==================== block 1
$ cat src/rtl/video_pipeline_pkg.sv
// ============================================================================
// Module   : video_pipeline_pkg
// Brief    : Shared widths, pattern modes and RGB565 colour-bar constants.
// Revision : 1.0
// ============================================================================
`default_nettype none

package video_pipeline_pkg;

  localparam int HACTIVE_BITS   = 11;
  localparam int VACTIVE_BITS   = 11;
  localparam int BITS_PER_PIXEL = 16;

  function automatic int chunkNumBits(input int chunkBits);
    return HACTIVE_BITS - chunkBits;
  endfunction

  function automatic int requestBits(input int chunkBits);
    return VACTIVE_BITS + chunkNumBits(chunkBits);
  endfunction

  typedef enum logic [1:0] {
    PATTERN_SOLID   = 2'd0,
    PATTERN_BARS    = 2'd1,
    PATTERN_CHECKER = 2'd2,
    PATTERN_RAMP    = 2'd3
  } patternMode_t;

  localparam logic [BITS_PER_PIXEL-1:0] BAR_WHITE   = 16'hFFFF;
  localparam logic [BITS_PER_PIXEL-1:0] BAR_YELLOW  = 16'hFFE0;
  localparam logic [BITS_PER_PIXEL-1:0] BAR_CYAN    = 16'h07FF;
  localparam logic [BITS_PER_PIXEL-1:0] BAR_GREEN   = 16'h07E0;
  localparam logic [BITS_PER_PIXEL-1:0] BAR_MAGENTA = 16'hF81F;
  localparam logic [BITS_PER_PIXEL-1:0] BAR_RED     = 16'hF800;
  localparam logic [BITS_PER_PIXEL-1:0] BAR_BLUE    = 16'h001F;
  localparam logic [BITS_PER_PIXEL-1:0] BAR_BLACK   = 16'h0000;

endpackage

`default_nettype wire

$ cat src/rtl/video_test_pattern_source_if.sv
// ============================================================================
// Module   : video_test_pattern_source_if
// Brief    : Request/response FIFO connections of a pipeline source element.
// Revision : 1.0
// ============================================================================
`default_nettype none

interface video_test_pattern_source_if #(
  parameter int CHUNK_BITS = 5
);
  localparam int REQUEST_BITS = video_pipeline_pkg::requestBits(CHUNK_BITS);

  logic                                      requestFifoReadEnable;
  logic                                      requestFifoEmpty;
  logic [REQUEST_BITS-1:0]                   requestFifoReadData;
  logic                                      responseFifoWriteEnable;
  logic                                      responseFifoFull;
  logic [video_pipeline_pkg::BITS_PER_PIXEL-1:0] responseFifoWriteData;

  modport master (
    output requestFifoReadEnable,
    input  requestFifoEmpty,
    input  requestFifoReadData,
    output responseFifoWriteEnable,
    input  responseFifoFull,
    output responseFifoWriteData
  );

  modport slave (
    input  requestFifoReadEnable,
    output requestFifoEmpty,
    output requestFifoReadData,
    input  responseFifoWriteEnable,
    output responseFifoFull,
    input  responseFifoWriteData
  );
endinterface

`default_nettype wire

$ cat src/rtl/video_test_pattern_color.sv
// ============================================================================
// Module   : video_test_pattern_color
// Brief    : Combinational test-pattern pixel generator (row, column -> RGB565).
// Revision : 1.0
// ============================================================================
`default_nettype none

module video_test_pattern_color
  import video_pipeline_pkg::*;
(
  input  logic [VACTIVE_BITS-1:0]   row,
  input  logic [HACTIVE_BITS-1:0]   column,
  input  patternMode_t              mode,
  input  logic [BITS_PER_PIXEL-1:0] solidColor,
  output logic [BITS_PER_PIXEL-1:0] pixel
);

  logic w_unusedBits;
  assign w_unusedBits = ^{row[VACTIVE_BITS-1:4], row[2:0], column[1:0]};

  always_comb begin
    pixel = solidColor;
    case (mode)
      PATTERN_SOLID: pixel = solidColor;
      PATTERN_BARS: begin
        case (column[10:8])
          3'd0:    pixel = BAR_WHITE;
          3'd1:    pixel = BAR_YELLOW;
          3'd2:    pixel = BAR_CYAN;
          3'd3:    pixel = BAR_GREEN;
          3'd4:    pixel = BAR_MAGENTA;
          3'd5:    pixel = BAR_RED;
          3'd6:    pixel = BAR_BLUE;
          default: pixel = BAR_BLACK;
        endcase
      end
      PATTERN_CHECKER: pixel = (row[3] ^ column[3]) ? solidColor : '0;
      // Grey ramp: red/blue take the 5 MSBs, green the 6 MSBs of column[7:0]
      PATTERN_RAMP: pixel = {column[7:3], column[7:2], column[7:3]};
      default: pixel = solidColor;
    endcase
  end

endmodule

`default_nettype wire

$ cat src/rtl/video_test_pattern_source.sv
// ============================================================================
// Module   : video_test_pattern_source
// Brief    : Pipeline source answering chunk requests with test-pattern pixels.
// Revision : 1.0
// ============================================================================
`default_nettype none

module video_test_pattern_source
  import video_pipeline_pkg::*;
#(
  parameter int CHUNK_BITS = 5
) (
  input  logic                      scalerClock,
  input  logic                      reset,
  input  logic [1:0]                patternMode,
  input  logic [BITS_PER_PIXEL-1:0] solidColor,
  output logic                      busy,
  video_test_pattern_source_if.master fifoBus
);

  localparam int CHUNKNUM_BITS = chunkNumBits(CHUNK_BITS);
  localparam int REQUEST_BITS  = requestBits(CHUNK_BITS);

  typedef enum logic [3:0] {
    ST_IDLE    = 4'b0001,
    ST_READ    = 4'b0010,
    ST_CAPTURE = 4'b0100,
    ST_STREAM  = 4'b1000
  } state_t;

  state_t                    r_state;
  logic                      r_readEnable;
  logic [CHUNK_BITS-1:0]     r_pixelIndex;
  logic [VACTIVE_BITS-1:0]   r_row;
  logic [CHUNKNUM_BITS-1:0]  r_chunk;
  patternMode_t              r_mode;
  logic [BITS_PER_PIXEL-1:0] r_color;
  logic                      w_writeEnable;
  logic [HACTIVE_BITS-1:0]   w_column;

  assign w_writeEnable = (r_state == ST_STREAM) && !fifoBus.responseFifoFull;
  assign w_column      = {r_chunk, r_pixelIndex};

  assign fifoBus.requestFifoReadEnable   = r_readEnable;
  assign fifoBus.responseFifoWriteEnable = w_writeEnable;
  assign busy                            = (r_state != ST_IDLE);

  always_ff @(posedge scalerClock or posedge reset) begin
    if (reset) begin
      r_state      <= ST_IDLE;
      r_readEnable <= 1'b0;
      r_pixelIndex <= '0;
      r_row        <= '0;
      r_chunk      <= '0;
      r_mode       <= PATTERN_SOLID;
      r_color      <= '0;
    end else begin
      case (r_state)
        ST_IDLE: begin
          if (!fifoBus.requestFifoEmpty) begin
            r_readEnable <= 1'b1;
            r_state      <= ST_READ;
          end
        end
        ST_READ: begin
          r_readEnable <= 1'b0;
          r_state      <= ST_CAPTURE;
        end
        ST_CAPTURE: begin
          // Mode and colour are frozen here so a chunk never mixes patterns
          r_row        <= fifoBus.requestFifoReadData[REQUEST_BITS-1 -: VACTIVE_BITS];
          r_chunk      <= fifoBus.requestFifoReadData[CHUNKNUM_BITS-1:0];
          r_mode       <= patternMode_t'(patternMode);
          r_color      <= solidColor;
          r_pixelIndex <= '0;
          r_state      <= ST_STREAM;
        end
        ST_STREAM: begin
          if (w_writeEnable) begin
            if (&r_pixelIndex) begin
              r_pixelIndex <= '0;
              r_state      <= ST_IDLE;
            end else begin
              r_pixelIndex <= r_pixelIndex + 1'b1;
            end
          end
        end
        default: begin
          r_readEnable <= 1'b0;
          r_state      <= ST_IDLE;
        end
      endcase
    end
  end

  video_test_pattern_color u_color (
    .row        (r_row),
    .column     (w_column),
    .mode       (r_mode),
    .solidColor (r_color),
    .pixel      (fifoBus.responseFifoWriteData)
  );

endmodule

`default_nettype wire

$ cat src/flat_wrapper.sv
// flat-port wrapper written by rule: the top's interface ports become plain ports
module video_test_pattern_source_flat import video_pipeline_pkg::*;
#(
  parameter int CHUNK_BITS = 5
)
  (scalerClock, reset, patternMode, solidColor, busy, fifoBus_requestFifoReadEnable, fifoBus_requestFifoEmpty, fifoBus_requestFifoReadData, fifoBus_responseFifoWriteEnable, fifoBus_responseFifoFull, fifoBus_responseFifoWriteData);
  video_test_pattern_source_if #(.CHUNK_BITS(CHUNK_BITS)) fifoBus_i ();
  input  logic scalerClock;
  input  logic reset;
  input  logic [1:0] patternMode;
  input  logic [BITS_PER_PIXEL-1:0] solidColor;
  output logic busy;
  output wire logic [$bits(fifoBus_i.requestFifoReadEnable)-1:0] fifoBus_requestFifoReadEnable;
  input wire logic [$bits(fifoBus_i.requestFifoEmpty)-1:0] fifoBus_requestFifoEmpty;
  input wire logic [$bits(fifoBus_i.requestFifoReadData)-1:0] fifoBus_requestFifoReadData;
  output wire logic [$bits(fifoBus_i.responseFifoWriteEnable)-1:0] fifoBus_responseFifoWriteEnable;
  input wire logic [$bits(fifoBus_i.responseFifoFull)-1:0] fifoBus_responseFifoFull;
  output wire logic [$bits(fifoBus_i.responseFifoWriteData)-1:0] fifoBus_responseFifoWriteData;
  assign fifoBus_requestFifoReadEnable = fifoBus_i.requestFifoReadEnable;
  assign fifoBus_i.requestFifoEmpty = fifoBus_requestFifoEmpty;
  assign fifoBus_i.requestFifoReadData = fifoBus_requestFifoReadData;
  assign fifoBus_responseFifoWriteEnable = fifoBus_i.responseFifoWriteEnable;
  assign fifoBus_i.responseFifoFull = fifoBus_responseFifoFull;
  assign fifoBus_responseFifoWriteData = fifoBus_i.responseFifoWriteData;
  video_test_pattern_source #(.CHUNK_BITS(CHUNK_BITS)) u_core (.scalerClock(scalerClock), .reset(reset), .patternMode(patternMode), .solidColor(solidColor), .busy(busy), .fifoBus(fifoBus_i));
endmodule
$ cat config.mk
export PLATFORM = sky130hd
export DESIGN_NAME = video_test_pattern_source_flat
export DESIGN_NICKNAME = d
export VERILOG_FILES = /design/src/rtl/video_pipeline_pkg.sv /design/src/rtl/video_test_pattern_source_if.sv /design/src/rtl/video_test_pattern_color.sv /design/src/rtl/video_test_pattern_source.sv /design/src/flat_wrapper.sv
export SDC_FILE = /design/constraint.sdc
export NUM_CORES = 1
export LEC_CHECK = 0
export CORE_MARGIN = 2
export CORE_UTILIZATION = 45
export DETAILED_ROUTE_END_ITERATION = 12
export PLACE_DENSITY = 0.78
export SYNTH_ARGS = -nofsm -noshare
export SYNTH_HDL_FRONTEND = slang
export SYNTH_SLANG_ARGS = --single-unit
$ cat constraint.sdc
create_clock -name scalerClock -period 2.12 [get_ports scalerClock]
set_clock_uncertainty 0.15 [all_clocks]
set_input_delay 0.424 -clock scalerClock [delete_from_list [all_inputs] [get_ports scalerClock]]
set_output_delay 0.424 -clock scalerClock [all_outputs]
set_load 0.02 [all_outputs]
==================== block 2
--- config.mk ---
export PLATFORM = sky130hd
export DESIGN_NAME = dct_transpose_ctrl
export DESIGN_NICKNAME = d
export VERILOG_FILES = /design/src/rtl/dct_transpose_ctrl.sv
export SDC_FILE = /design/constraint.sdc
export NUM_CORES = 1
export LEC_CHECK = 0
export CAP_MARGIN = 20
export CORE_MARGIN = 4
export CORE_UTILIZATION = 47
export CTS_CLUSTER_DIAMETER = 120
export DETAILED_ROUTE_END_ITERATION = 8
export PLACE_DENSITY = 0.79
export SYNTH_ARGS = -nofsm -noshare
export SYNTH_HDL_FRONTEND = slang
export SYNTH_SLANG_ARGS = --single-unit
export TNS_END_PERCENT = 100
--- constraint.sdc ---
create_clock -name clk -period 4.4 [get_ports clk]
set_input_delay 1.32 -clock clk [delete_from_list [all_inputs] [get_ports clk]]
set_output_delay 1.32 -clock clk [all_outputs]
set_load 0.01 [all_outputs]
--- src/rtl/dct_transpose_ctrl.sv ---
// Ping-pong transpose buffer sequencer: row-major writes into one bank of an external
// dual-port RAM, column-major read-back streamed out through a 2-entry skid FIFO.
module dct_transpose_ctrl #(
  parameter int DATA_WIDTH = 10,
  parameter int N = 8,
  localparam int AW = $clog2(2 * N * N)
) (
  input  logic                  clk,
  input  logic                  rst_n,
  input  logic [DATA_WIDTH-1:0] in_data,
  input  logic                  in_valid,
  output logic                  in_ready,
  output logic [AW-1:0]         wr_addr,
  output logic                  wr_en,
  output logic [DATA_WIDTH-1:0] wr_data,
  output logic [AW-1:0]         rd_addr,
  output logic                  rd_en,
  input  logic [DATA_WIDTH-1:0] rd_data,
  output logic [DATA_WIDTH-1:0] out_data,
  output logic                  out_load,
  input  logic                  out_ready,
  output logic                  out_last,
  output logic [1:0]            bank_full
);
  localparam int CW = $clog2(N * N);
  localparam int LW = $clog2(N);
  localparam logic [CW-1:0] CNT_MAX = CW'(N * N - 1);

  typedef enum logic [1:0] {
    IDLE  = 2'd0,
    READ  = 2'd1,
    DRAIN = 2'd2
  } state_t;

  state_t                     state_r, state_next_s;
  logic                       wbank_r, rbank_r;
  logic [CW-1:0]              wcnt_r, rcnt_r;
  logic [1:0]                 bank_full_r, set_s, clr_s;
  logic                       rd_pend_r, rd_pend_last_r;
  logic [1:0][DATA_WIDTH-1:0] fifo_data_r;
  logic [1:0]                 fifo_last_r;
  logic                       fifo_wptr_r, fifo_rptr_r;
  logic [1:0]                 fifo_count_r;
  logic                       accept_s, fill_done_s, pop_s, release_s, credit_ok_s;
  logic [2:0]                 occupancy_s;

  assign in_ready    = ~bank_full_r[wbank_r];
  assign accept_s    = in_valid & in_ready;
  assign fill_done_s = accept_s & (wcnt_r == CNT_MAX);
  assign wr_en       = accept_s;
  assign wr_data     = in_data;
  assign wr_addr     = {wbank_r, wcnt_r};

  assign out_load = (fifo_count_r != 2'd0);
  assign out_data = fifo_data_r[fifo_rptr_r];
  assign out_last = out_load & fifo_last_r[fifo_rptr_r];
  assign pop_s    = out_load & out_ready;

  // Words already committed to the FIFO after this cycle's pop; never let it exceed two.
  assign occupancy_s = {1'b0, fifo_count_r} + {2'b00, rd_pend_r} - {2'b00, pop_s};
  assign credit_ok_s = (occupancy_s < 3'd2);
  assign rd_en       = (state_r == READ) & credit_ok_s;
  // Read index k walks column-major: row = k % N (low bits), col = k / N (high bits).
  assign rd_addr     = {rbank_r, rcnt_r[LW-1:0], rcnt_r[CW-1:LW]};
  assign release_s   = (state_r == DRAIN) & pop_s & out_last;

  assign set_s     = fill_done_s ? (wbank_r ? 2'b10 : 2'b01) : 2'b00;
  assign clr_s     = release_s ? (rbank_r ? 2'b10 : 2'b01) : 2'b00;
  assign bank_full = bank_full_r;

  // Read sequencer next-state logic.
  always_comb begin
    state_next_s = state_r;
    case (state_r)
      IDLE: begin
        if (bank_full_r[rbank_r]) state_next_s = READ;
        else                      state_next_s = IDLE;
      end
      READ: begin
        if (rd_en && (rcnt_r == CNT_MAX)) state_next_s = DRAIN;
        else                              state_next_s = READ;
      end
      DRAIN: begin
        if (release_s) state_next_s = IDLE;
        else           state_next_s = DRAIN;
      end
      default: state_next_s = IDLE;
    endcase
  end

  // Bank bookkeeping, counters and the read sequencer state.
  always_ff @(posedge clk or negedge rst_n) begin
    if (!rst_n) begin
      state_r        <= IDLE;
      wbank_r        <= 1'b0;
      rbank_r        <= 1'b0;
      wcnt_r         <= '0;
      rcnt_r         <= '0;
      bank_full_r    <= 2'b00;
      rd_pend_r      <= 1'b0;
      rd_pend_last_r <= 1'b0;
    end else begin
      state_r        <= state_next_s;
      bank_full_r    <= (bank_full_r | set_s) & ~clr_s;
      rd_pend_r      <= rd_en;
      rd_pend_last_r <= rd_en & (rcnt_r == CNT_MAX);
      if (fill_done_s) begin
        wcnt_r  <= '0;
        wbank_r <= ~wbank_r;
      end else if (accept_s) begin
        wcnt_r <= wcnt_r + CW'(1);
      end
      if (release_s) rbank_r <= ~rbank_r;
      if (state_r == IDLE) rcnt_r <= '0;
      else if (rd_en)      rcnt_r <= rcnt_r + CW'(1);
    end
  end

  // Output FIFO: captures rd_data the cycle it returns, head drives the column pass.
  always_ff @(posedge clk or negedge rst_n) begin
    if (!rst_n) begin
      fifo_data_r  <= '0;
      fifo_last_r  <= 2'b00;
      fifo_wptr_r  <= 1'b0;
      fifo_rptr_r  <= 1'b0;
      fifo_count_r <= 2'd0;
    end else begin
      if (rd_pend_r) begin
        fifo_data_r[fifo_wptr_r] <= rd_data;
        fifo_last_r[fifo_wptr_r] <= rd_pend_last_r;
        fifo_wptr_r              <= ~fifo_wptr_r;
      end
      if (pop_s) fifo_rptr_r <= ~fifo_rptr_r;
      fifo_count_r <= fifo_count_r + {1'b0, rd_pend_r} - {1'b0, pop_s};
    end
  end
endmodule

==================== block 3
$ cat src/rtl/chi_sched_pkg.sv
// Shared types and constants for the chi sweep scheduler and its extrema tracker.
package chi_sched_pkg;

  typedef enum logic [1:0] {
    S_IDLE = 2'd0,
    S_REQ  = 2'd1,
    S_ADV  = 2'd2,
    S_DONE = 2'd3
  } state_t;

  localparam logic [1:0] CLS_BOUNDARY    = 2'b00;
  localparam logic [1:0] CLS_TRANSITION  = 2'b01;
  localparam logic [1:0] CLS_QUARTER_INT = 2'b10;
  localparam logic [1:0] CLS_HALF_INT    = 2'b11;

  localparam int DEF_WIDTH = 18;
  localparam int DEF_FRAC  = 14;

endpackage

$ cat src/rtl/chi_extrema_tracker.sv
// Running signed max/argmax/min over results arriving in ascending index order.
// A seeded sample overwrites both extrema; strict compares keep the lower index on ties.
module chi_extrema_tracker #(
  parameter int WIDTH = 18
) (
  input  logic                    clk,
  input  logic                    rst_n,
  input  logic                    i_clk_en,
  input  logic                    i_upd,
  input  logic                    i_seed,
  input  logic signed [WIDTH-1:0] i_chi,
  input  logic        [4:0]       i_idx,
  output logic signed [WIDTH-1:0] o_max,
  output logic signed [WIDTH-1:0] o_min,
  output logic        [4:0]       o_max_idx
);

  logic signed [WIDTH-1:0] r_max;
  logic signed [WIDTH-1:0] r_min;
  logic        [4:0]       r_max_idx;

  always_ff @(posedge clk or negedge rst_n) begin
    if (!rst_n) begin
      r_max     <= '0;
      r_min     <= '0;
      r_max_idx <= '0;
    end else if (i_clk_en && i_upd) begin
      if (i_seed) begin
        r_max     <= i_chi;
        r_min     <= i_chi;
        r_max_idx <= i_idx;
      end else begin
        if (i_chi > r_max) begin
          r_max     <= i_chi;
          r_max_idx <= i_idx;
        end
        if (i_chi < r_min) begin
          r_min <= i_chi;
        end
      end
    end
  end

  assign o_max     = r_max;
  assign o_min     = r_min;
  assign o_max_idx = r_max_idx;

endmodule

$ cat src/rtl/chi_sweep_scheduler.sv
// Time-multiplexes one ratio->chi LUT over all oscillators; results are gathered in a
// scratch bank and published atomically with their extrema when the sweep completes.
module chi_sweep_scheduler
  import chi_sched_pkg::*;
#(
  parameter int WIDTH           = DEF_WIDTH,
  parameter int FRAC            = DEF_FRAC,
  parameter int NUM_OSCILLATORS = 8,
  parameter int TIMEOUT         = 15
) (
  input  logic                               clk,
  input  logic                               rst_n,
  input  logic                               clk_en,
  input  logic                               start,
  input  logic [NUM_OSCILLATORS*WIDTH-1:0]   omega_dt_packed,
  input  logic signed [WIDTH-1:0]            omega_dt_reference,
  output logic                               lut_req,
  output logic signed [WIDTH-1:0]            lut_omega,
  output logic signed [WIDTH-1:0]            lut_ref,
  input  logic                               lut_ack,
  input  logic signed [WIDTH-1:0]            lut_chi,
  input  logic [1:0]                         lut_class,
  output logic [NUM_OSCILLATORS*WIDTH-1:0]   chi_packed,
  output logic [NUM_OSCILLATORS*2-1:0]       position_class_packed,
  output logic signed [WIDTH-1:0]            chi_max,
  output logic signed [WIDTH-1:0]            chi_min,
  output logic [4:0]                         chi_max_index,
  output logic                               busy,
  output logic                               sweep_done,
  output logic                               timeout_err
);

  localparam int IW = (NUM_OSCILLATORS > 1) ? $clog2(NUM_OSCILLATORS) : 1;
  localparam int TW = (TIMEOUT > 0) ? $clog2(TIMEOUT + 1) : 1;

  if (FRAC >= WIDTH || NUM_OSCILLATORS < 2 || NUM_OSCILLATORS > 32) begin : g_bad_params
    $error("chi_sweep_scheduler: illegal FRAC/NUM_OSCILLATORS");
  end

  state_t                  r_state;
  logic [4:0]              r_idx;
  logic [TW-1:0]           r_tcnt;
  logic signed [WIDTH-1:0] r_snap [NUM_OSCILLATORS];
  logic signed [WIDTH-1:0] r_ref;
  logic signed [WIDTH-1:0] r_scr_chi [NUM_OSCILLATORS];
  logic [1:0]              r_scr_cls [NUM_OSCILLATORS];
  logic [NUM_OSCILLATORS*WIDTH-1:0] r_chi_pub;
  logic [NUM_OSCILLATORS*2-1:0]     r_cls_pub;
  logic signed [WIDTH-1:0] r_max;
  logic signed [WIDTH-1:0] r_min;
  logic [4:0]              r_max_idx;
  logic                    r_lut_req;
  logic                    r_busy;
  logic                    r_done;
  logic                    r_terr;

  logic [IW-1:0]           w_sel;
  logic                    w_hit;
  logic                    w_tout;
  logic                    w_upd;
  logic signed [WIDTH-1:0] w_res_chi;
  logic [1:0]              w_res_cls;
  logic signed [WIDTH-1:0] w_trk_max;
  logic signed [WIDTH-1:0] w_trk_min;
  logic [4:0]              w_trk_max_idx;

  assign w_sel  = r_idx[IW-1:0];
  assign w_hit  = (r_state == S_REQ) && lut_ack;
  // Ack on the same edge as expiry takes priority over abandoning the lookup.
  assign w_tout = (r_state == S_REQ) && !lut_ack && (r_tcnt == TW'(TIMEOUT));
  assign w_upd  = w_hit || w_tout;
  assign w_res_chi = w_hit ? lut_chi : '0;
  assign w_res_cls = w_hit ? lut_class : CLS_BOUNDARY;

  // Abandoned lookups publish chi=0, so they take part in the extrema like any other entry.
  chi_extrema_tracker #(.WIDTH(WIDTH)) u_extrema (
    .clk       (clk),
    .rst_n     (rst_n),
    .i_clk_en  (clk_en),
    .i_upd     (w_upd),
    .i_seed    (r_idx == 5'd0),
    .i_chi     (w_res_chi),
    .i_idx     (r_idx),
    .o_max     (w_trk_max),
    .o_min     (w_trk_min),
    .o_max_idx (w_trk_max_idx)
  );

  always_ff @(posedge clk or negedge rst_n) begin
    if (!rst_n) begin
      r_state   <= S_IDLE;
      r_idx     <= '0;
      r_tcnt    <= '0;
      r_ref     <= '0;
      r_chi_pub <= '0;
      r_cls_pub <= '0;
      r_max     <= '0;
      r_min     <= '0;
      r_max_idx <= '0;
      r_lut_req <= 1'b0;
      r_busy    <= 1'b0;
      r_done    <= 1'b0;
      r_terr    <= 1'b0;
      for (int i = 0; i < NUM_OSCILLATORS; i++) begin
        r_snap[i]    <= '0;
        r_scr_chi[i] <= '0;
        r_scr_cls[i] <= '0;
      end
    end else if (clk_en) begin
      r_done <= 1'b0;
      case (r_state)
        S_IDLE: begin
          if (start) begin
            for (int i = 0; i < NUM_OSCILLATORS; i++) begin
              r_snap[i] <= omega_dt_packed[i*WIDTH +: WIDTH];
            end
            r_ref     <= omega_dt_reference;
            r_idx     <= '0;
            r_tcnt    <= '0;
            r_terr    <= 1'b0;
            r_lut_req <= 1'b1;
            r_busy    <= 1'b1;
            r_state   <= S_REQ;
          end
        end
        S_REQ: begin
          if (w_upd) begin
            r_scr_chi[w_sel] <= w_res_chi;
            r_scr_cls[w_sel] <= w_res_cls;
            if (w_tout) r_terr <= 1'b1;
            r_lut_req <= 1'b0;
            r_state   <= S_ADV;
          end else begin
            r_tcnt <= r_tcnt + 1'b1;
          end
        end
        S_ADV: begin
          if (r_idx == 5'(NUM_OSCILLATORS - 1)) begin
            r_state <= S_DONE;
          end else begin
            r_idx     <= r_idx + 5'd1;
            r_tcnt    <= '0;
            r_lut_req <= 1'b1;
            r_state   <= S_REQ;
          end
        end
        S_DONE: begin
          for (int i = 0; i < NUM_OSCILLATORS; i++) begin
            r_chi_pub[i*WIDTH +: WIDTH] <= r_scr_chi[i];
            r_cls_pub[i*2 +: 2]         <= r_scr_cls[i];
          end
          r_max     <= w_trk_max;
          r_min     <= w_trk_min;
          r_max_idx <= w_trk_max_idx;
          r_done    <= 1'b1;
          r_busy    <= 1'b0;
          r_state   <= S_IDLE;
        end
        default: r_state <= S_IDLE;
      endcase
    end
  end

  assign lut_req               = r_lut_req;
  assign lut_omega             = r_snap[w_sel];
  assign lut_ref               = r_ref;
  assign chi_packed            = r_chi_pub;
  assign position_class_packed = r_cls_pub;
  assign chi_max               = r_max;
  assign chi_min               = r_min;
  assign chi_max_index         = r_max_idx;
  assign busy                  = r_busy;
  assign sweep_done            = r_done;
  assign timeout_err           = r_terr;

endmodule

$ cat config.mk
export PLATFORM = sky130hd
export DESIGN_NAME = chi_sweep_scheduler
export DESIGN_NICKNAME = d
export VERILOG_FILES = /design/src/rtl/chi_sched_pkg.sv /design/src/rtl/chi_extrema_tracker.sv /design/src/rtl/chi_sweep_scheduler.sv
export SDC_FILE = /design/constraint.sdc
export NUM_CORES = 1
export LEC_CHECK = 0
export ABC_AREA = 1
export CORE_MARGIN = 2
export CORE_UTILIZATION = 25
export DETAILED_ROUTE_END_ITERATION = 6
export DONT_BUFFER_PORTS = 1
export PLACE_DENSITY_LB_ADDON = 0.15
export RECOVER_POWER = 50
export SLEW_MARGIN = 20
export SYNTH_ARGS = -nofsm -noshare
export SYNTH_HDL_FRONTEND = slang
export SYNTH_SLANG_ARGS = --single-unit
$ cat constraint.sdc
create_clock -name clk -period 3.6 [get_ports clk]
set_input_delay 0.72 -clock clk [delete_from_list [all_inputs] [get_ports clk]]
set_output_delay 0.72 -clock clk [all_outputs]
set_load 0.02 [all_outputs]
==================== block 4
**config.mk**
```make
export PLATFORM = sky130hd
export DESIGN_NAME = stage3_accumulate
export DESIGN_NICKNAME = d
export VERILOG_FILES = /design/src/rtl/stage3_accumulate.sv
export SDC_FILE = /design/constraint.sdc
export NUM_CORES = 1
export LEC_CHECK = 0
export ABC_CLOCK_PERIOD_IN_PS = 6100
export CAP_MARGIN = 0
export CORE_ASPECT_RATIO = 0.75
export CORE_UTILIZATION = 58
export CTS_CLUSTER_SIZE = 12
export DETAILED_ROUTE_END_ITERATION = 10
export PLACE_DENSITY = 0.95
export RECOVER_POWER = 50
export SLEW_MARGIN = 10
export SYNTH_ARGS = -nofsm -noshare
export SYNTH_HDL_FRONTEND = slang
export SYNTH_SLANG_ARGS = --single-unit
export TNS_END_PERCENT = 30
```
**constraint.sdc**
```tcl
create_clock -name clk -period 6.1 [get_ports clk]
set_input_delay 0.61 -clock clk [delete_from_list [all_inputs] [get_ports clk]]
set_output_delay 0.61 -clock clk [all_outputs]
set_load 0.1 [all_outputs]
```
**src/rtl/stage3_accumulate.sv**
```systemverilog
// Purpose: SD4 MAC stage 3, reducing nine aligned partial products per beat and saturate-accumulating over an in_last group.
// Latency: a beat presented before edge T+1 is in stage A at T+1, in stage B at T+2, and its group result is on out_* after T+3.
// Backpressure: none; one beat per cycle is accepted, bubbles are ignored, and back-to-back groups need no gap.
module stage3_accumulate #(
    parameter int PP_W  = 16,
    parameter int ACC_W = 24,
    parameter int CNT_W = 8
) (
    input  logic                    clk,
    input  logic                    rst,
    input  logic                    in_valid,
    input  logic                    in_last,
    input  logic signed [PP_W-1:0]  aligned_pp_0,
    input  logic signed [PP_W-1:0]  aligned_pp_1,
    input  logic signed [PP_W-1:0]  aligned_pp_2,
    input  logic signed [PP_W-1:0]  aligned_pp_3,
    input  logic signed [PP_W-1:0]  aligned_pp_4,
    input  logic signed [PP_W-1:0]  aligned_pp_5,
    input  logic signed [PP_W-1:0]  aligned_pp_6,
    input  logic signed [PP_W-1:0]  aligned_pp_7,
    input  logic signed [PP_W-1:0]  aligned_pp_8,
    input  logic signed [4:0]       exp_max,
    output logic                    out_valid,
    output logic signed [ACC_W-1:0] out_sum,
    output logic signed [4:0]       out_exp,
    output logic [CNT_W-1:0]        out_count,
    output logic                    out_overflow,
    output logic                    out_exp_err
);

    // Four guard bits hold the sum of nine products without overflow.
    localparam int TW = PP_W + 4;

    localparam logic signed [ACC_W:0] ACC_MAX = {2'b00, {(ACC_W-1){1'b1}}};
    localparam logic signed [ACC_W:0] ACC_MIN = {2'b11, {(ACC_W-1){1'b0}}};

    function automatic logic signed [TW-1:0] sext_pp(input logic signed [PP_W-1:0] x);
        return {{4{x[PP_W-1]}}, x};
    endfunction

    // Stage A: three 3-input partial sums
    logic                 a_valid;
    logic                 a_last;
    logic signed [4:0]    a_exp;
    logic signed [TW-1:0] a_p0;
    logic signed [TW-1:0] a_p1;
    logic signed [TW-1:0] a_p2;

    // Stage B: the reduced per-beat sum
    logic                 b_valid;
    logic                 b_last;
    logic signed [4:0]    b_exp;
    logic signed [TW-1:0] b_sum;

    // Group accumulation state
    logic                    grp_active;
    logic signed [ACC_W-1:0] acc;
    logic signed [4:0]       cap_exp;
    logic [CNT_W-1:0]        cnt;
    logic                    ovf;
    logic                    exp_err;

    // Next-state values of the group state for the beat currently in stage B
    logic signed [ACC_W:0]   tree_ext;
    logic signed [ACC_W:0]   acc_wide;
    logic signed [ACC_W-1:0] nxt_acc;
    logic signed [4:0]       nxt_exp;
    logic [CNT_W-1:0]        nxt_cnt;
    logic                    nxt_ovf;
    logic                    nxt_err;

    // Stage A register: sign-extend the products and form three partial sums.
    always_ff @(posedge clk) begin
        if (!rst) begin
            a_valid <= 1'b0;
            a_last  <= 1'b0;
            a_exp   <= '0;
            a_p0    <= '0;
            a_p1    <= '0;
            a_p2    <= '0;
        end else begin
            a_valid <= in_valid;
            a_last  <= in_valid & in_last;
            a_exp   <= exp_max;
            a_p0    <= sext_pp(aligned_pp_0) + sext_pp(aligned_pp_1) + sext_pp(aligned_pp_2);
            a_p1    <= sext_pp(aligned_pp_3) + sext_pp(aligned_pp_4) + sext_pp(aligned_pp_5);
            a_p2    <= sext_pp(aligned_pp_6) + sext_pp(aligned_pp_7) + sext_pp(aligned_pp_8);
        end
    end

    // Stage B register: the final tree level, which cannot overflow TW bits.
    always_ff @(posedge clk) begin
        if (!rst) begin
            b_valid <= 1'b0;
            b_last  <= 1'b0;
            b_exp   <= '0;
            b_sum   <= '0;
        end else begin
            b_valid <= a_valid;
            b_last  <= a_last;
            b_exp   <= a_exp;
            b_sum   <= a_p0 + a_p1 + a_p2;
        end
    end

    // Group update: the first beat loads the state, later beats saturate-add and set the sticky flags.
    always_comb begin
        tree_ext = {{(ACC_W+1-TW){b_sum[TW-1]}}, b_sum};
        acc_wide = '0;
        nxt_acc  = acc;
        nxt_exp  = cap_exp;
        nxt_cnt  = cnt;
        nxt_ovf  = ovf;
        nxt_err  = exp_err;
        if (!grp_active) begin
            nxt_acc = tree_ext[ACC_W-1:0];
            nxt_exp = b_exp;
            nxt_cnt = CNT_W'(1);
            nxt_ovf = 1'b0;
            nxt_err = 1'b0;
        end else begin
            acc_wide = {acc[ACC_W-1], acc} + tree_ext;
            if (acc_wide > ACC_MAX) begin
                nxt_acc = ACC_MAX[ACC_W-1:0];
                nxt_ovf = 1'b1;
            end else if (acc_wide < ACC_MIN) begin
                nxt_acc = ACC_MIN[ACC_W-1:0];
                nxt_ovf = 1'b1;
            end else begin
                nxt_acc = acc_wide[ACC_W-1:0];
            end
            nxt_cnt = (&cnt) ? cnt : cnt + CNT_W'(1);
            if (b_exp != cap_exp) begin
                nxt_err = 1'b1;
            end
        end
    end

    // Accumulator and result registers; out_* change only when a group closes.
    always_ff @(posedge clk) begin
        if (!rst) begin
            grp_active   <= 1'b0;
            acc          <= '0;
            cap_exp      <= '0;
            cnt          <= '0;
            ovf          <= 1'b0;
            exp_err      <= 1'b0;
            out_valid    <= 1'b0;
            out_sum      <= '0;
            out_exp      <= '0;
            out_count    <= '0;
            out_overflow <= 1'b0;
            out_exp_err  <= 1'b0;
        end else begin
            out_valid <= 1'b0;
            if (b_valid) begin
                acc        <= nxt_acc;
                cap_exp    <= nxt_exp;
                cnt        <= nxt_cnt;
                ovf        <= nxt_ovf;
                exp_err    <= nxt_err;
                grp_active <= ~b_last;
                if (b_last) begin
                    out_valid    <= 1'b1;
                    out_sum      <= nxt_acc;
                    out_exp      <= nxt_exp;
                    out_count    <= nxt_cnt;
                    out_overflow <= nxt_ovf;
                    out_exp_err  <= nxt_err;
                end
            end
        end
    end

endmodule

```
Fig. 1: block 2, placement by cell class
Scale bar: 20 um. Fill, decap, tap and diode cells in gray.
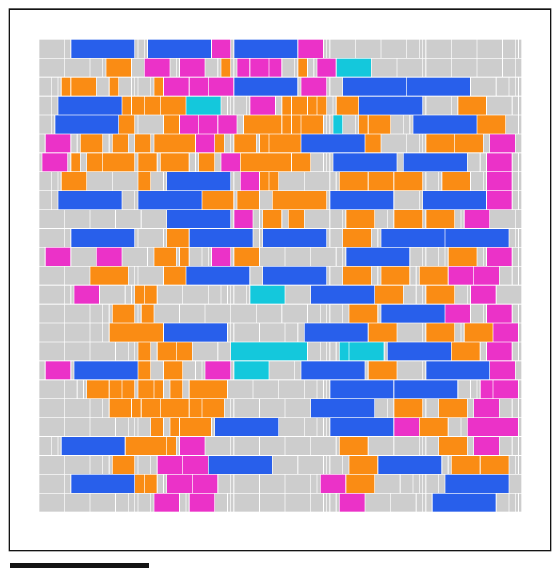
[clock drivers and dummy loads] cyan | cells: 8 | share of their area: 3.8%
[remaining buffers and delay cells] magenta | cells: 57 | share of their area: 19%
[sequential cells] blue | cells: 46 | share of their area: 41%
[combinational and other logic] orange | cells: 120 | share of their area: 36%

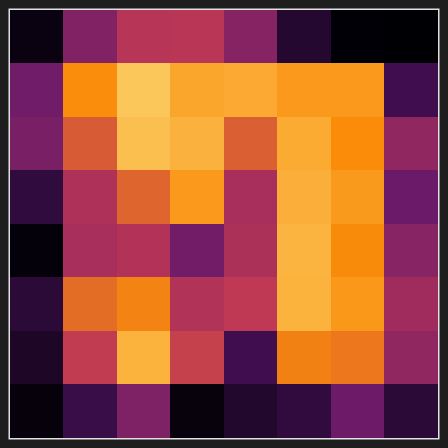
Fig. 2. Placement density heat map (block 2).
8 x 8 tiles, from black (low) to pale yellow (high), 0 to 100% covered.
mean over tiles: 47%
nearly empty tiles: 6.2%
fullest tile: 88%
tiles over 75% full: 25%

==> flow_summary.json, block 2 <==
{
  "pwr_density_cell_nw_per_um2": 778.0,
  "powerSeq_uw": 770,
  "highest_layer": "met4",
  "syn_inst": 182,
  "avgSynthCellArea_sq_um": 12.53,
  "grt_pass1_wl_um": 7389,
  "num-fill-cells": 389,
  "buffers": 57,
  "drtIter0Drc": 58,
  "status": "complete, no violations",
  "placed_area_sq_um": 2736,
  "placed_cells": 283,
  "die_w_um": 77.67,
  "seq_area_sq_um": 1151,
  "ys_cells": 182,
  "p_comb_uw": 1190,
  "slowest_delay_ns": 0.49,
  "ant_nets": 0,
  "grt_pass1_vias": 1532,
  "hpwl_um": 3006,
  "cts_tree": "built",
  "powerClk_uw": 300,
  "dr.pass1.iters": 4,
  "setup_viol": 0,
  "fin_area_sq_um": 2903,
  "placement.io_buffers": 44
}
[block 2: placed cells by master (no fill, tap or decap), drive strengths merged, types with 6 or more instances in the layout]
cell type	netlist	final
buf	15	16
clkbuf	1	7
clkdlybuf4s50	0	41
dfrtp	46	46
inv	14	14
mux2	34	34
mux2i	6	6
nand2	10	10
[block 2: cell families (layout without fill, tap and decap cells)]
kind of cell,count (synthesis),after routing,synth area share [%]
multiplexers,40,40,19.75
AND-OR/OR-AND,16,16,5.486
adder cells (fa/ha/maj),5,5,3.072
flip-flops,46,46,50.47
XOR/XNOR,8,8,3.072
AND/OR/NAND/NOR,37,37,10.86
buffers and inverters,30,79,7.295
[block 2: worst paths after layout]
kind	startpoint	to	slack, ns	cells after the start
setup / recovery	out_ready	rd_en	0.05	11
max in group asynchronous	rst_n	wcnt_r[0]	3.13	2
hold / removal	fifo_wptr_r	fifo_wptr_r	0.50	1
setup reg to reg	fifo_count_r[1]	rcnt_r[1]	1.27	14
min in group asynchronous	rst_n	fifo_data_r[5]	0.84	1
hold reg to reg	fifo_wptr_r	fifo_wptr_r	0.50	1
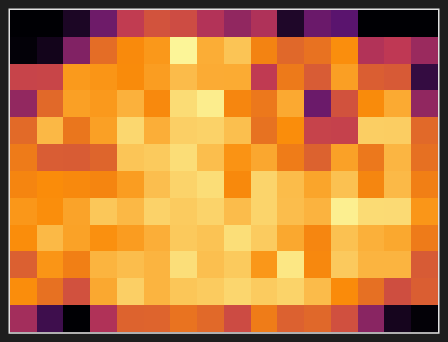
Fig. 3. Placement density heat map (block 4).
16 x 12 tiles, from black (low) to pale yellow (high), 0 to 100% covered.
fullest tile: 98%
tiles over 75% full: 51%
mean over tiles: 69%
nearly empty tiles: 4.2%

==> flow_summary.json, block 4 <==
{
  "status": "finished with violations",
  "violations": "max-capacitance violations, max-slew violations",
  "worst_r2r_path_depth": 11,
  "wl_met2_um": 13140,
  "yosys-mux-area-fraction_pct": 1.291,
  "holdPathStages": 1,
  "final_util_pct": 75.30,
  "edf_count": 0,
  "drv_cap": 1,
  "hpwl_um": 21470,
  "met3_usage_pct": 6.312,
  "wl_per_cell_um": 17.44,
  "ys_sh_aoi_pct": 19.75,
  "cp_top_family": "buffers and inverters",
  "dieArea_sq_um": 19280,
  "clockBufferDepth": 2,
  "synth_top_cell_by_area": "dfxtp_1",
  "drv_slew": 58,
  "die_h_um": 120.5,
  "yosys_most_used_dff": "dfxtp_1",
  "hp-class": "flip-flop to flip-flop",
  "worstMarginPinSlew_ns": 2.428,
  "dr.pass1.iters": 6,
  "final_cell_mix": "dfxtp_1, clkdlybuf4s50_1, nor2_1"
}
[block 4: worst register-to-register path, delay by kind of cell (launching register included)]
family                   cells  cell delay [ns]
flip-flops                   1             0.33
AND/OR/NAND/NOR              3             1.44
AND-OR/OR-AND                5             1.48
adder cells (fa/ha/maj)      2             0.42
buffers and inverters        1             0.08
[block 4: final cells by class]
| class | instances | area, sq um |
|---|---|---|
| Clock buffer | 17 | 425.4 |
| Clock inverter | 15 | 135.1 |
| Fill cell | 1285 | 4439 |
| Inverter | 56 | 210.2 |
| Multi-Input combinational cell | 942 | 7122 |
| Sequential cell | 168 | 3363 |
| Tap cell | 242 | 302.8 |
| Timing Repair Buffer | 200 | 1974 |
[block 4: how the worst max path moves through the flow]
stage | from | end | slack [ns] | cells after the start
floorplan | aligned_pp_6[1] | a_p2[18] | 2.76 | 13
global placement | aligned_pp_6[1] | a_p2[18] | 1.81 | 14
detailed placement | aligned_pp_6[1] | a_p2[18] | 1.68 | 14
CTS | aligned_pp_7[1] | a_p2[18] | 2.09 | 14
global route | rst | out_sum[3] | 0.91 | 7
finish | rst | out_sum[3] | 1.20 | 7
[block 4: power breakdown]
group          internal (uW)  switching (uW)
Combinational            859            1220
Sequential              1260             124
Clock                    539             500
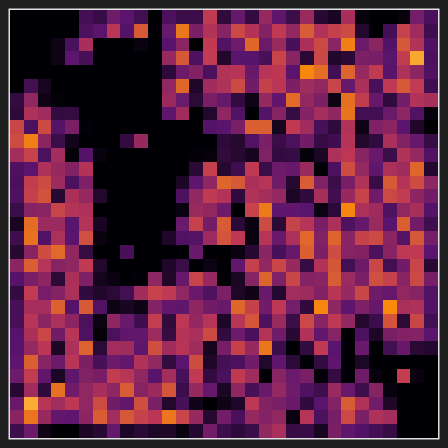
Fig. 4. Placement density heat map (block 3).
31 x 31 tiles, from black (low) to pale yellow (high), 0 to 100% covered.
emptiest ninth of the die: north-west
mean over tiles: 27%
nearly empty tiles: 19%
densest ninth of the die: east
fullest tile: 82%
tiles over 75% full: 0.20%

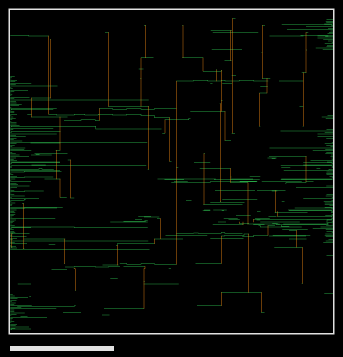
Fig. 5. Metal layers overlaid (block 3).
Scale bar: 100 um. Only two layers are drawn.
[metal 4] orange | wire length: 1790 um
[metal 3] green | wire length: 6790 um

==> flow_summary.json, block 3 <==
{
  "synth_top_cell_by_area": "dfrtp_1",
  "inverters": 243,
  "num-multi-input-gates": 1671,
  "hpwl_um": 56180,
  "core_area_sq_um": 93610,
  "violations": "design-rule violations, negative hold slack, max-slew violations",
  "rrSetupSlack_ns": 0.34,
  "drv_cap": 0,
  "drv_slew": 93,
  "hold_ws_ns": -0.1822,
  "status": "finished with violations",
  "fp-utilization_pct": 25.28,
  "post-route-drc-count": 4,
  "numCtsBuffers": 74,
  "hold_viol": 230,
  "grt_setup_unrepaired": "no",
  "viasPerCell": 4.457,
  "avgSynthCellArea_sq_um": 9.026
}
block 3: worst max-delay path, delay by kind of cell, from the launching register on:
kind / cells / cell delay [ns]
compound gates: 1 / 0.11
buf+inv: 4 / 0.89
flops: 1 / 0.63
simple gates: 2 / 0.44
block 3: worst min path at each step:
stage                           to  slack [ns]  cells past startpoint
finish              chi_packed[17]       -0.18                      0
global route        chi_packed[17]       -0.25                      0
CTS                   r_scr_cls[4]       -0.26                      0
detailed placement  chi_packed[17]        0.45                      0
global placement    chi_packed[17]        0.45                      0
floorplan                     busy        0.42                      0
block 3: cells in the final DEF (no fill, tap or decap), types with 17 or more instances in the layout:
cell type  instances
dfrtp_1          578
o21ai_0          301
inv_1            212
a21oi_1           21
clkbuf_8          18
ha_1              32
nand2_1         1052
o21ai_1           52
nand3_1           52
clkbuf_16         77
o22ai_1           21
nand4_1           17
nor2_1            25
a221oi_1          23
buf_4             45
block 3: routing by layer:
metal,vias to the layer above,routed length (um),track usage (%)
met5,-,39,0
li1,8319,-,-
met2,509,38680,27.56
met4,6,1786,4.261
met3,117,6794,5.717
met1,8584,34870,21.21
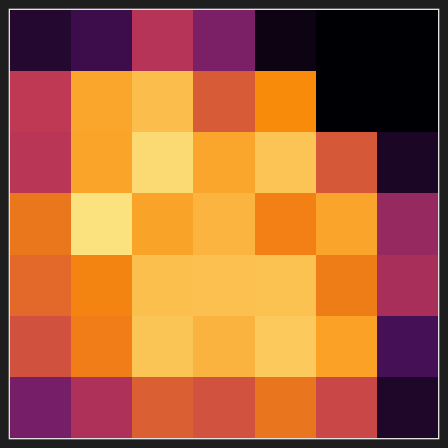
Fig. 6. Placement density heat map (block 1).
7 x 7 tiles, from black (low) to pale yellow (high), 0 to 100% covered.
nearly empty tiles: 8.2%
densest ninth of the die: center
tiles over 75% full: 35%
fullest tile: 94%

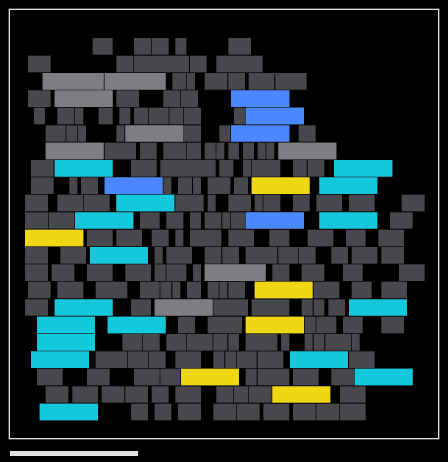
Fig. 7. Register map, names as in the netlist (block 1).
Scale bar: 20 um. Other sequential cells in the stronger gray, the rest of the logic in the fainter gray.
[u_core.r_pixelIndex] blue | placed flops: 5
[u_core.r_chunk] yellow | placed flops: 6
[u_core.r_color] cyan | placed flops: 16
not colored: 8

==> flow_summary.json, block 1 <==
{
  "status": "complete, no violations",
  "hold_ws_ns": 0.3436,
  "tap_cells": 48,
  "htreeDepth": 2,
  "ys_chip_area_sq_um": 1780,
  "io-pin-count": 58,
  "nClkBuffers": 8,
  "logic_family": "multiplexers",
  "synthesis.nets": 195,
  "p_seq_share_pct": 30.1,
  "fp-row-count": 22,
  "fin_tns_setup_ns": 0,
  "syn_inst": 154,
  "worstPathCellList": "xnor2_1, a21oi_2, buf_6, a22o_1, buf_6",
  "ys_cells": 154,
  "bufAreaShareNonClock_pct": 25.27,
  "mostFrequentLayoutCell": "dfrtp_1",
  "cp.required_ns": 1.55,
  "vias": 1472,
  "ctsResizeCount": 77
}
-- block 1: through the flow --
stage | std cells | util [%]
after floorplan | 154 | -
after global placement | 263 | 65.34
after detailed placement | 263 | 65.34
after CTS | 273 | 66.31
after global routing | 274 | 69.05
final | 274 | 69.05
-- block 1: metal layers --
layer / up-vias / part of all wire (%) / GRT usage, %
li1: 708 / - / -
met2: 39 / 50 / 37.88
met5: - / 0 / 0
met1: 717 / 44 / 28.00
met3: 8 / 4.0 / 6.081
met4: 0 / 1.8 / 8.418
-- block 1: final timing paths --
| check | start | end | slack (ns) | cells past startpoint |
|---|---|---|---|---|
| setup / recovery | u_core.r_row[3] | fifoBus_responseFifoWriteData[5] | 0.01 | 5 |
| hold / removal | u_core.r_chunk[2] | u_core.r_chunk[2] | 0.34 | 1 |
| setup reg to reg | u_core.r_state[1] | u_core.r_mode[0] | 0.17 | 5 |
| hold reg to reg | u_core.r_chunk[2] | u_core.r_chunk[2] | 0.34 | 1 |
| max in group asynchronous | reset | u_core.r_mode[1] | 1.10 | 3 |
| min in group asynchronous | reset | u_core.r_state[1] | 0.38 | 3 |


==> gallery <==
Metal layers overlaid.
panel A
Scale bar: 50 um. Only two layers are drawn.
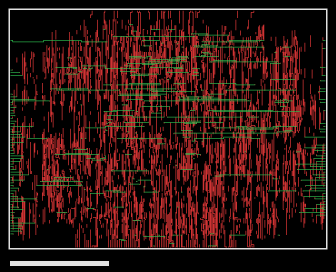
panel B
Scale bar: 20 um. Only two layers are drawn.
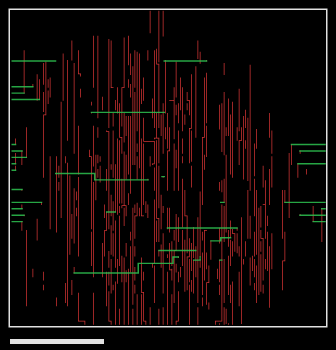
panel C
Scale bar: 20 um. Only two layers are drawn.
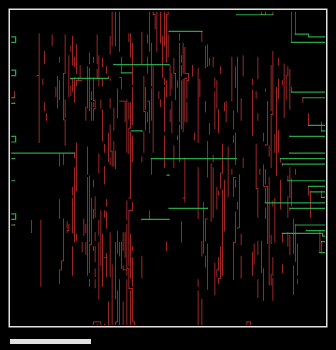
| picture | from |
|---|---|
| panel A | block 4 |
| panel B | block 1 |
| panel C | block 2 |


==> notes/layouts.md <==
Pictures saved along the way, in no particular order.

Register map, names as in the netlist.
Plate I
Scale bar: 20 um. Other sequential cells in the stronger gray, the rest of the logic in the fainter gray.
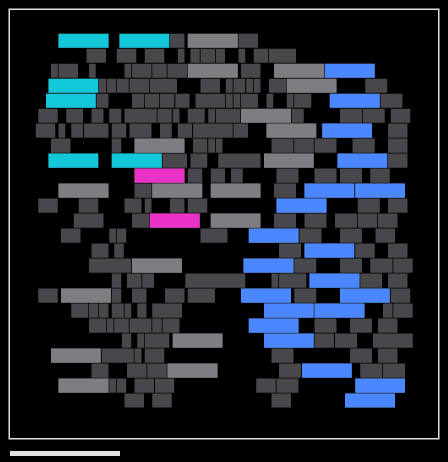
Plate II
Scale bar: 100 um. Other sequential cells in the stronger gray, the rest of the logic in the fainter gray.
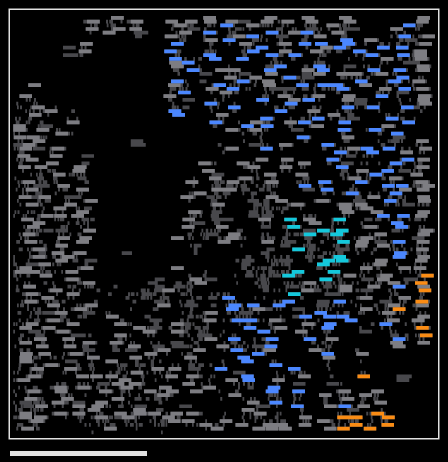
Plate III
Scale bar: 50 um. Other sequential cells in the stronger gray, the rest of the logic in the fainter gray.
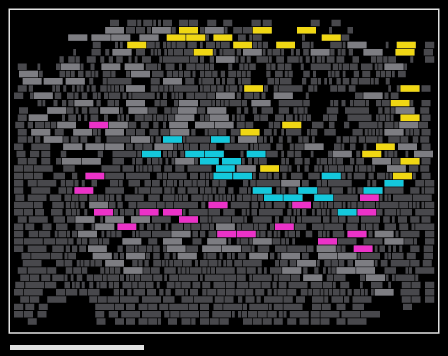
Of these, largest die: Plate II
Of these, most cells: Plate II
Block 2 is Plate I.
Block 4 is Plate III.
Block 3 is Plate II.

No activity file was given, so power comes from the tool's default toggle rates.
